######## design 1 ########
File: src/rtl/alu_pkg.sv
// Shared ALU definitions: command encodings and default datapath width.
package alu_pkg;

    localparam int ALU_WIDTH = 32;

    localparam logic [2:0] CMD_ADD  = 3'd0;
    localparam logic [2:0] CMD_SUB  = 3'd1;
    localparam logic [2:0] CMD_XOR  = 3'd2;
    localparam logic [2:0] CMD_SLT  = 3'd3;
    localparam logic [2:0] CMD_AND  = 3'd4;
    localparam logic [2:0] CMD_NAND = 3'd5;
    localparam logic [2:0] CMD_NOR  = 3'd6;
    localparam logic [2:0] CMD_OR   = 3'd7;

    // Only the arithmetic commands carry a meaningful signed-overflow flag.
    function automatic logic is_arith(input logic [2:0] cmd);
        return (cmd == CMD_ADD) || (cmd == CMD_SUB);
    endfunction

endpackage

File: src/rtl/alu_req_fifo.sv
// Request FIFO feeding the ALU; head is forced to zero (0/0/ADD) when empty.
module alu_req_fifo #(
    parameter int ENTRY_W = 67,
    parameter int DEPTH   = 4
) (
    input  logic                       clk,
    input  logic                       rst_n,
    input  logic                       push,
    input  logic [ENTRY_W-1:0]         wdata,
    input  logic                       pop,
    output logic [ENTRY_W-1:0]         head,
    output logic [$clog2(DEPTH):0]     count
);

    localparam int PW = $clog2(DEPTH);
    localparam int CW = PW + 1;

    logic [ENTRY_W-1:0] mem [DEPTH];
    logic [PW-1:0]      wr_ptr;
    logic [PW-1:0]      rd_ptr;

    // Pointers are exactly PW bits, so increments wrap modulo DEPTH.
    always_ff @(posedge clk or negedge rst_n) begin
        if (!rst_n) begin
            wr_ptr <= '0;
            rd_ptr <= '0;
            count  <= '0;
        end else begin
            if (push) wr_ptr <= wr_ptr + PW'(1);
            if (pop)  rd_ptr <= rd_ptr + PW'(1);
            case ({push, pop})
                2'b10:   count <= count + CW'(1);
                2'b01:   count <= count - CW'(1);
                default: count <= count;
            endcase
        end
    end

    always_ff @(posedge clk) begin
        if (push) mem[wr_ptr] <= wdata;
    end

    assign head = (count == '0) ? '0 : mem[rd_ptr];

endmodule

File: src/rtl/alu_issue_stage.sv
// Issue stage around an external combinational ALU: request FIFO in, one registered result slot out.
module alu_issue_stage
    import alu_pkg::*;
#(
    parameter int WIDTH = ALU_WIDTH,
    parameter int DEPTH = 4
) (
    input  logic                   clk,
    input  logic                   rst_n,
    input  logic                   in_valid,
    output logic                   in_ready,
    input  logic [WIDTH-1:0]       in_a,
    input  logic [WIDTH-1:0]       in_b,
    input  logic [2:0]             in_cmd,
    output logic [WIDTH-1:0]       alu_a,
    output logic [WIDTH-1:0]       alu_b,
    output logic [2:0]             alu_cmd,
    input  logic [WIDTH-1:0]       alu_result,
    input  logic                   alu_carryout,
    input  logic                   alu_zero,
    input  logic                   alu_overflow,
    output logic                   out_valid,
    input  logic                   out_ready,
    output logic [WIDTH-1:0]       out_result,
    output logic                   out_carryout,
    output logic                   out_zero,
    output logic                   out_overflow,
    output logic [2:0]             out_cmd,
    output logic                   sticky_ovf,
    input  logic                   clr_sticky,
    output logic [$clog2(DEPTH):0] count
);

    localparam int CW = $clog2(DEPTH) + 1;
    localparam int EW = 2 * WIDTH + 3;

    logic [EW-1:0] head;
    logic          push;
    logic          pop;
    logic          ovf_hit;

    // in_ready depends on occupancy only, so no combinational path from in_valid/out_ready.
    assign in_ready = (count < CW'(DEPTH));
    assign push     = in_valid & in_ready;
    assign pop      = (count != '0) & (~out_valid | out_ready);

    alu_req_fifo #(
        .ENTRY_W (EW),
        .DEPTH   (DEPTH)
    ) u_fifo (
        .clk   (clk),
        .rst_n (rst_n),
        .push  (push),
        .wdata ({in_cmd, in_a, in_b}),
        .pop   (pop),
        .head  (head),
        .count (count)
    );

    assign {alu_cmd, alu_a, alu_b} = head;

    assign ovf_hit = pop & alu_overflow & is_arith(alu_cmd);

    // Output register: FIFO head -> ALU -> here is the single-cycle path.
    always_ff @(posedge clk or negedge rst_n) begin
        if (!rst_n) begin
            out_valid    <= 1'b0;
            out_result   <= '0;
            out_carryout <= 1'b0;
            out_zero     <= 1'b0;
            out_overflow <= 1'b0;
            out_cmd      <= CMD_ADD;
        end else if (pop) begin
            out_valid    <= 1'b1;
            out_result   <= alu_result;
            out_carryout <= alu_carryout;
            out_zero     <= alu_zero;
            out_overflow <= alu_overflow;
            out_cmd      <= alu_cmd;
        end else if (out_valid && out_ready) begin
            out_valid    <= 1'b0;
        end
    end

    // A new overflow wins over a simultaneous clear.
    always_ff @(posedge clk or negedge rst_n) begin
        if (!rst_n) begin
            sticky_ovf <= 1'b0;
        end else if (ovf_hit) begin
            sticky_ovf <= 1'b1;
        end else if (clr_sticky) begin
            sticky_ovf <= 1'b0;
        end
    end

endmodule

File: config.mk
export PLATFORM = sky130hd
export DESIGN_NAME = alu_issue_stage
export DESIGN_NICKNAME = d
export VERILOG_FILES = /design/src/rtl/alu_pkg.sv /design/src/rtl/alu_req_fifo.sv /design/src/rtl/alu_issue_stage.sv
export SDC_FILE = /design/constraint.sdc
export NUM_CORES = 1
export LEC_CHECK = 0
export CORE_MARGIN = 5
export CORE_UTILIZATION = 46
export CTS_BUF_LIST = sky130_fd_sc_hd__clkbuf_8
export DETAILED_ROUTE_END_ITERATION = 16
export GPL_ROUTABILITY_DRIVEN = 0
export HOLD_SLACK_MARGIN = 0.02
export PLACE_DENSITY = 0.82
export SLEW_MARGIN = 20
export SYNTH_ARGS = -nofsm -noshare
export SYNTH_HDL_FRONTEND = slang
export SYNTH_SLANG_ARGS = --single-unit
export TNS_END_PERCENT = 5
File: constraint.sdc
create_clock -name clk -period 3.3 [get_ports clk]
set_clock_uncertainty 0.1 [all_clocks]
set_input_delay 0.33 -clock clk [delete_from_list [all_inputs] [get_ports clk]]
set_output_delay 0.33 -clock clk [all_outputs]
set_load 0.05 [all_outputs]
==> impl_metrics.py <==
# Physical implementation metrics
metrics = {
    "worst_setup_path": {
        "slowest_delay_ns": 0.70,
        "critPathRequiredTime_ns": 2.87,
    },
    "place": {
        "dp_hpwl_um": 14900,
    },
    "job": {
        "max-cap-violations": 0,
    },
    "run_status": {
        "outcome": "complete, no violations",
    },
    "timing": {
        "hold_viol": 0,
        "finalCritPeriodShare_pct": 96.2,
    },
    "final_layout": {
        "final_common_cell": "edfxtp_1",
        "n_antenna_cell": 0,
        "largest_register_ffs": 268,
        "dominant_cells": "registers",
        "comb_share_pct": 16.7,
    },
    "pwr": {
        "p_switching_uw": 6490,
        "pwr-share-comb_pct": 48.1,
    },
    "route": {
        "wl_per_cell_um": 20.6,
        "vias_per_cell": 5.13,
        "wl_um": 24400,
    },
    "logic_synthesis": {
        "numSynthFlops": 315,
        "compound_area_share_pct": 0.260,
        "top_cell_area_share_pct": 66.8,
    },
    "grt": {
        "first_global_vias": 6617,
    },
    "die": {
        "core_mm2": 0.0259,
    },
    "min_path": {
        "holdCritPathClass": "in -> reg",
    },
    "clocking": {
        "clock_sinks": 315,
    },
}
-- layer usage --
layer  global-route usage [%]  routed length, um  vias to the layer above
li1                         -                  -                     2716
met1                     21.1               9950                     3088
met2                     27.3              12000                      222
met3                     5.10               2050                       40
met4                     4.24                402                        0
met5                        0                  0                        -
-- timing repair --
| item | in CTS | in global routing |
|---|---|---|
| buffers inserted | 0 | 0 |
| setup endpoints to repair | 0 | 20 |
| hold buffers | 1 | 0 |
| gates resized | 0 | 20 |
| endpoints found under the hold margin | 32 | 0 |
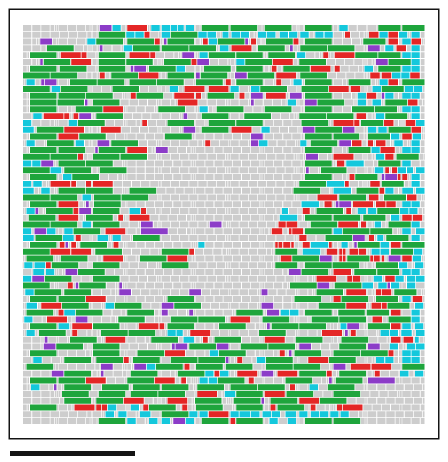
*Placement by cell class, design 1*
Bar = 50 um. Fill, decap, tap and diode cells in grey.
[green] registers | cells: 315
[red] remaining logic cells | cells: 209
[cyan] remaining buffers and delay cells | cells: 231
[purple] clock drivers and dummy loads | cells: 92

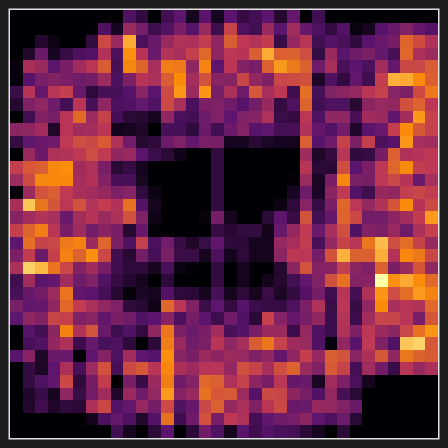
*Wiring heat map, design 1*
The die is cut into 34 by 34 equal tiles; black is low, pale yellow is high, scaled to the fullest tile. Values are wire area over tile area, all layers added.
densest ninth of the die: right middle
mean over tiles: 0.13
nearly empty tiles: 14%
emptiest ninth of the die: middle
fullest tile: 0.43
tiles over half the peak: 20%


######## design 2 ########
### Signal wires on met1, design 2

Supply wires on this layer in grey.
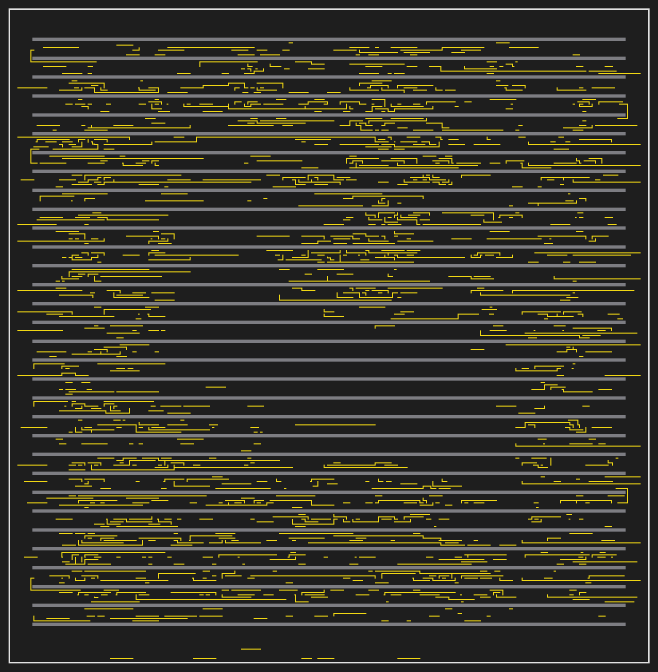
### Cell outlines without signal wires, design 2

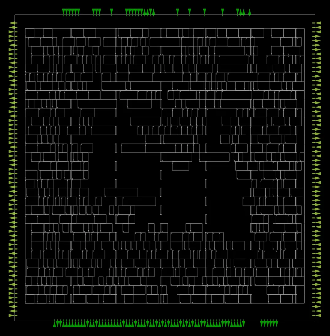
### Placement by cell class, design 2

Bar = 20 um. Fill, decap, tap and diode cells in grey.
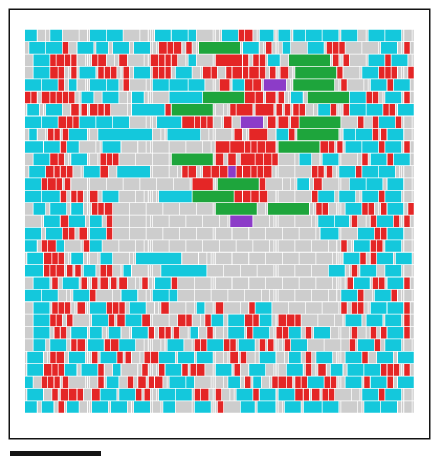
$ cat config.mk
export PLATFORM = sky130hd
export DESIGN_NAME = ethernet_mmio_arbiter
export DESIGN_NICKNAME = d
export VERILOG_FILES = /design/src/rtl/ethernet_mmio_arbiter.sv
export SDC_FILE = /design/constraint.sdc
export NUM_CORES = 1
export LEC_CHECK = 0
export ABC_AREA = 1
export CORE_AREA = 3 3 89 91
export CTS_CLUSTER_DIAMETER = 60
export CTS_CLUSTER_SIZE = 30
export DETAILED_ROUTE_END_ITERATION = 6
export DIE_AREA = 0 0 92 94
export GPL_ROUTABILITY_DRIVEN = 0
export PLACE_DENSITY = 0.8
export SYNTH_ARGS = -nofsm -noshare
export SYNTH_HDL_FRONTEND = slang
export SYNTH_SLANG_ARGS = --single-unit
$ cat constraint.sdc
create_clock -name clk_i -period 2.65 [get_ports clk_i]
set_clock_uncertainty 0.15 [all_clocks]
set_input_delay 0.53 -clock clk_i [delete_from_list [all_inputs] [get_ports clk_i]]
set_output_delay 0.53 -clock clk_i [all_outputs]
set_load 0.02 [all_outputs]
$ cat src/rtl/ethernet_mmio_arbiter.sv
// Two-requester round-robin arbiter in front of the Ethernet MMIO decoder.
// Grants are combinational, every transfer gets a 1-cycle response routed back
// to its issuer, and a per-requester lock holds the port for bounded sequences.
module ethernet_mmio_arbiter #(
    parameter int unsigned data_width_p      = 32,
    parameter int unsigned addr_width_p      = 16,
    parameter int unsigned lock_max_p        = 64,
    parameter int unsigned lock_cnt_width_lp = $clog2(lock_max_p + 1)
) (
    input  logic                      clk_i,
    input  logic                      reset_n_i,
    input  logic [1:0]                req_v_i,
    output logic [1:0]                req_ready_o,
    input  logic [1:0]                req_we_i,
    input  logic [1:0]                req_lock_i,
    input  logic [2*addr_width_p-1:0] req_addr_i,
    input  logic [3:0]                req_op_size_i,
    input  logic [2*data_width_p-1:0] req_wdata_i,
    output logic [1:0]                resp_v_o,
    output logic                      resp_err_o,
    output logic [data_width_p-1:0]   resp_data_o,
    output logic                      lock_broken_o,
    input  logic                      lock_broken_clr_i,
    output logic [addr_width_p-1:0]   mmio_addr_o,
    output logic                      mmio_read_en_o,
    output logic                      mmio_write_en_o,
    output logic [1:0]                mmio_op_size_o,
    output logic [data_width_p-1:0]   mmio_write_data_o,
    input  logic [data_width_p-1:0]   mmio_read_data_i,
    input  logic                      mmio_decode_error_i
);

    typedef enum logic {StUnlocked, StLocked} lock_state_e;

    // Last counter value before the hold limit is hit (counter + 1 reaches lock_max_p).
    localparam logic [lock_cnt_width_lp-1:0] lock_last_lp = lock_cnt_width_lp'(lock_max_p - 1);

    lock_state_e                  state_q, state_d;
    logic                         owner_q, owner_d;
    logic [lock_cnt_width_lp-1:0] cnt_q, cnt_d;
    logic                         rr_q, rr_d;
    logic                         broken_q, broken_d;
    logic                         resp_pend_q, resp_pend_d;
    logic                         resp_owner_q, resp_owner_d;
    logic                         resp_read_q, resp_read_d;
    logic                         resp_err_q, resp_err_d;

    logic [1:0] grant;
    logic       gnt_any;
    logic       gnt_idx;
    logic       we_sel;
    logic       lock_sel;
    logic       brk_set;

    // Grant selection; held off while reset is asserted so nothing reaches the decoder.
    always_comb begin
        grant = 2'b00;
        if (reset_n_i) begin
            if (state_q == StLocked) begin
                grant[owner_q] = req_v_i[owner_q];
            end else if (req_v_i == 2'b11) begin
                grant[rr_q] = 1'b1;
            end else begin
                grant = req_v_i;
            end
        end
    end

    assign gnt_any     = |grant;
    assign gnt_idx     = grant[1];
    assign we_sel      = req_we_i[gnt_idx];
    assign lock_sel    = req_lock_i[gnt_idx];
    assign req_ready_o = grant;

    // Winner's request muxed onto the decoder port, all zero when idle.
    always_comb begin
        mmio_addr_o       = '0;
        mmio_op_size_o    = 2'b00;
        mmio_write_data_o = '0;
        mmio_read_en_o    = 1'b0;
        mmio_write_en_o   = 1'b0;
        if (gnt_any) begin
            mmio_addr_o       = gnt_idx ? req_addr_i[2*addr_width_p-1:addr_width_p]
                                        : req_addr_i[addr_width_p-1:0];
            mmio_op_size_o    = gnt_idx ? req_op_size_i[3:2] : req_op_size_i[1:0];
            mmio_write_data_o = gnt_idx ? req_wdata_i[2*data_width_p-1:data_width_p]
                                        : req_wdata_i[data_width_p-1:0];
            mmio_read_en_o    = ~we_sel;
            mmio_write_en_o   = we_sel;
        end
    end

    // Lock state, hold counter, round-robin pointer and sticky break flag.
    always_comb begin
        state_d = state_q;
        owner_d = owner_q;
        cnt_d   = cnt_q;
        rr_d    = rr_q;
        brk_set = 1'b0;
        unique case (state_q)
            StUnlocked: begin
                if (gnt_any && (req_v_i == 2'b11)) begin
                    rr_d = ~gnt_idx;
                end
                if (gnt_any && lock_sel) begin
                    state_d = StLocked;
                    owner_d = gnt_idx;
                    cnt_d   = lock_cnt_width_lp'(1);
                end
            end
            StLocked: begin
                if ((gnt_any && !lock_sel) ||
                    (!req_v_i[owner_q] && !req_lock_i[owner_q])) begin
                    // Voluntary release takes priority over the hold limit.
                    state_d = StUnlocked;
                    cnt_d   = '0;
                end else if (cnt_q >= lock_last_lp) begin
                    state_d = StUnlocked;
                    cnt_d   = '0;
                    rr_d    = ~owner_q;
                    brk_set = 1'b1;
                end else begin
                    cnt_d = cnt_q + 1'b1;
                end
            end
            default: begin
                state_d = StUnlocked;
            end
        endcase
        // A break in the same cycle as a clear leaves the flag set.
        broken_d = brk_set | (broken_q & ~lock_broken_clr_i);
    end

    // Capture who owns the response due next cycle.
    always_comb begin
        resp_pend_d  = gnt_any;
        resp_owner_d = gnt_idx;
        resp_read_d  = gnt_any & ~we_sel;
        resp_err_d   = gnt_any & mmio_decode_error_i;
    end

    // Response presentation; read data is passed through only for clean reads.
    always_comb begin
        resp_v_o = 2'b00;
        if (resp_pend_q) begin
            resp_v_o[resp_owner_q] = 1'b1;
        end
        resp_err_o    = resp_pend_q & resp_err_q;
        resp_data_o   = (resp_pend_q && resp_read_q && !resp_err_q) ? mmio_read_data_i : '0;
        lock_broken_o = broken_q;
    end

    // State registers.
    always_ff @(posedge clk_i or negedge reset_n_i) begin
        if (!reset_n_i) begin
            state_q      <= StUnlocked;
            owner_q      <= 1'b0;
            cnt_q        <= '0;
            rr_q         <= 1'b0;
            broken_q     <= 1'b0;
            resp_pend_q  <= 1'b0;
            resp_owner_q <= 1'b0;
            resp_read_q  <= 1'b0;
            resp_err_q   <= 1'b0;
        end else begin
            state_q      <= state_d;
            owner_q      <= owner_d;
            cnt_q        <= cnt_d;
            rr_q         <= rr_d;
            broken_q     <= broken_d;
            resp_pend_q  <= resp_pend_d;
            resp_owner_q <= resp_owner_d;
            resp_read_q  <= resp_read_d;
            resp_err_q   <= resp_err_d;
        end
    end

endmodule

==> impl_metrics.py <==
# Physical implementation metrics
metrics = {
    "clocking": {
        "cts_buffers": 3,
        "clockRootBuffer": "clkbuf_8",
    },
    "pwr": {
        "pg_comb_uw": 1630,
        "p_leak_uw": 0.00257,
    },
    "job": {
        "warning_count": 27,
    },
    "worst_setup_path": {
        "reg2reg_depth": 9,
    },
    "logic_synthesis": {
        "compound_area_share_pct": 17.3,
        "syn_avg_cell_area_um2": 5.04,
    },
    "run_status": {
        "outcome": "complete, no violations",
    },
    "final_layout": {
        "top_register": "cnt_q",
        "sh_seq_area_pct": 8.32,
        "final.clkbuf_count": 3,
    },
    "grt": {
        "antenna_found_initial": 0,
    },
    "timing": {
        "setup_viol": 0,
    },
    "place": {
        "port_buffers": 231,
    },
}
About 'Signal wires on met1' of design 2:
main direction: horizontal
share of all routed wire: 34%
longest straight run: 25.8 um
final WL: 9610 um
via count: 3148
met1 Use GR: 21.7%

About 'Cell outlines without signal wires' of design 2:
Core ar.: 0.00721 mm2
fin util: 62.5%
Flop Count: 15
standard-cell rows: 31
fill count: 664

About 'Placement by cell class' of design 2:
[green] registers | cells: 15
[cyan] remaining buffers and delay cells | cells: 252
[purple] clock drivers and dummy loads | cells: 4
[red] remaining logic cells | cells: 352

[cell usage after synthesis, types with 2 or more instances]
cell type	n	area, um2
a21oi_1	3	15.0
buf_2	11	55.1
clkbuf_1	8	30.0
dfrtp_1	15	375
inv_1	96	360
inv_2	2	7.51
nand2_1	120	450
nand2_2	3	18.8
nand3_1	13	65.1
nand4_1	2	12.5
nor2_1	42	158
o21ai_0	14	70.1
o21ai_1	46	230
xor2_1	2	17.5

######## design 3 ########
### Cell outlines without signal wires, design 3

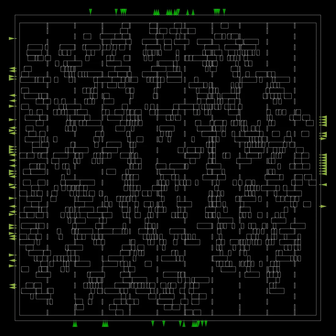
### Signal wires by layer, design 3

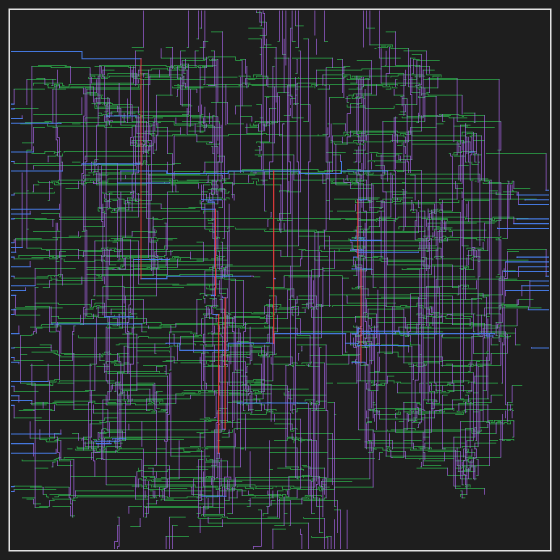
===== config.mk =====
export PLATFORM = sky130hd
export DESIGN_NAME = fib_seq_gen
export DESIGN_NICKNAME = d
export VERILOG_FILES = /design/src/rtl/fib_seq_gen.sv
export SDC_FILE = /design/constraint.sdc
export NUM_CORES = 1
export LEC_CHECK = 0
export ABC_AREA = 1
export CAP_MARGIN = 40
export CELL_PAD_IN_SITES_DETAIL_PLACEMENT = 0
export CELL_PAD_IN_SITES_GLOBAL_PLACEMENT = 2
export CORE_MARGIN = 2
export CORE_UTILIZATION = 25
export CTS_BUF_LIST = sky130_fd_sc_hd__clkbuf_8
export CTS_CLUSTER_DIAMETER = 120
export DETAILED_ROUTE_END_ITERATION = 10
export PLACE_DENSITY_LB_ADDON = 0.1
export SLEW_MARGIN = 25
export SYNTH_ARGS = -nofsm -noshare
export SYNTH_HDL_FRONTEND = slang
export SYNTH_SLANG_ARGS = --single-unit

===== constraint.sdc =====
create_clock -name clk -period 2.6 [get_ports clk]
set_input_delay 0.52 -clock clk [delete_from_list [all_inputs] [get_ports clk]]
set_output_delay 0.52 -clock clk [all_outputs]
set_load 0.03 [all_outputs]

===== src/rtl/fib_seq_gen.sv =====
// Second-order recurrence engine: X(k) = X(k-1) + X(k-2) mod 2^WIDTH, seeded
// with 0,1 or user seeds. Streams each term and reports carry-out as ovf.
module fib_seq_gen #(
  parameter int WIDTH     = 16,
  parameter int IDX_WIDTH = 16
) (
  input  logic                 clk,
  input  logic                 reset,
  input  logic                 start,
  input  logic [IDX_WIDTH-1:0] din,
  input  logic                 mode,
  input  logic [WIDTH-1:0]     seed0,
  input  logic [WIDTH-1:0]     seed1,
  input  logic                 abort,
  output logic                 busy,
  output logic [WIDTH-1:0]     dout,
  output logic                 done,
  output logic                 ovf,
  output logic                 term_valid,
  output logic [WIDTH-1:0]     term_data
);

  typedef enum logic [1:0] {IDLE, CALC, DONE} state_t;

  typedef struct packed {
    logic [IDX_WIDTH-1:0] n;
    logic [WIDTH-1:0]     s0;
    logic [WIDTH-1:0]     s1;
  } req_t;

  state_t               state;
  req_t                 req;
  logic [WIDTH-1:0]     a, b;
  logic [IDX_WIDTH-1:0] cnt, n_r, cnt_inc;
  logic                 ovf_r;
  logic [WIDTH:0]       sum;

  // Mode 0 pins the seeds to the classic Fibonacci start.
  always_comb begin
    req.n  = din;
    req.s0 = mode ? seed0 : '0;
    req.s1 = mode ? seed1 : WIDTH'(1);
  end

  assign sum     = {1'b0, a} + {1'b0, b};
  assign cnt_inc = cnt + IDX_WIDTH'(1);
  assign busy    = (state != IDLE);

  always_ff @(posedge clk) begin
    if (!reset) begin
      state      <= IDLE;
      a          <= '0;
      b          <= '0;
      cnt        <= '0;
      n_r        <= '0;
      ovf_r      <= 1'b0;
      dout       <= '0;
      ovf        <= 1'b0;
      done       <= 1'b0;
      term_valid <= 1'b0;
      term_data  <= '0;
    end else begin
      done       <= 1'b0;
      term_valid <= 1'b0;
      case (state)
        IDLE: if (start) begin
          a     <= req.s0;
          b     <= req.s1;
          cnt   <= IDX_WIDTH'(1);
          n_r   <= req.n;
          ovf_r <= 1'b0;
          state <= (req.n >= IDX_WIDTH'(2)) ? CALC : DONE;
        end
        CALC: if (abort) begin
          state <= IDLE;
        end else begin
          a          <= b;
          b          <= sum[WIDTH-1:0];
          ovf_r      <= ovf_r | sum[WIDTH];
          cnt        <= cnt_inc;
          term_valid <= 1'b1;
          term_data  <= sum[WIDTH-1:0];
          if (cnt_inc == n_r) state <= DONE;
        end
        DONE: begin
          // An abort here drops the result; dout/ovf keep the last run's values.
          state <= IDLE;
          if (!abort) begin
            dout <= (n_r == '0) ? a : b;
            ovf  <= ovf_r;
            done <= 1'b1;
          end
        end
        default: state <= IDLE;
      endcase
    end
  end

endmodule

==> impl_metrics.py <==
# Physical implementation metrics
metrics = {
    "route": {
        "final_antenna_net_count": 0,
        "drt_first_pass_iters": 4,
        "drt-met1-wl_um": 9470,
    },
    "pwr": {
        "power_density_mw_per_mm2": 540,
        "ir_drop_mv": 0.226,
        "powerClk_uw": 965,
        "pwr-share-comb_pct": 26.7,
        "power.group.top": "sequential cells",
    },
    "die": {
        "row_count": 54,
        "nWellTaps": 280,
    },
    "logic_synthesis": {
        "synthCells": 816,
        "ys_sh_xor_pct": 2.04,
        "ys_cells": 816,
        "compound_area_share_pct": 19.4,
        "most_common_cell": "nand2_1",
        "fp_nets": 887,
    },
    "final_layout": {
        "final.clkbuf_count": 10,
        "n_all_buffers": 102,
        "inverters": 84,
        "combGateArea_mm2": 0.00307,
    },
    "grt": {
        "grt_first_pass_wirelength_um": 31200,
        "grt_start_max_net_pins": 46,
    },
    "run_status": {
        "outcome": "complete, no violations",
    },
    "timing": {
        "tns_ns": 0,
        "whs_ns": 0.456,
    },
    "min_path": {
        "whs_path_depth": 3,
    },
    "place": {
        "dp_worst_setup_slack_ns": 0.262,
        "dp_hpwl_um": 14400,
    },
    "clocking": {
        "htreeDepth": 3,
    },
    "worst_setup_path": {
        "worstPathArrival_ns": 2.51,
    },
}
Notes on 'Cell outlines without signal wires' of design 3 above:
fill count: 2403
Flop Count: 102
Final Non-Filler Cells: 1175

Notes on 'Signal wires by layer' of design 3 above:
[blue] M3 | wire length: 749 um
[green] M1 | wire length: 9470 um
[red] M4 | wire length: 256 um
[purple] M2 | wire length: 9100 um

[how the worst max path moves through the flow]
stage                           end  slack (ns)  depth (start not counted)
6_report          b[8]$_SDFFE_PN0P_        0.41                          9
5_1_grt          ovf_r$_SDFFE_PN0P_        0.19                         12
4_1_cts           b[8]$_SDFFE_PN0P_        0.37                          9
3_5_place_dp   n_r[12]$_SDFFE_PN0P_        0.26                          7
3_3_place_gp    n_r[6]$_SDFFE_PN0P_       -0.05                          6
2_1_floorplan    ovf_r$_SDFFE_PN0P_        0.72                         12

Power is estimated from default activity; no workload was simulated.
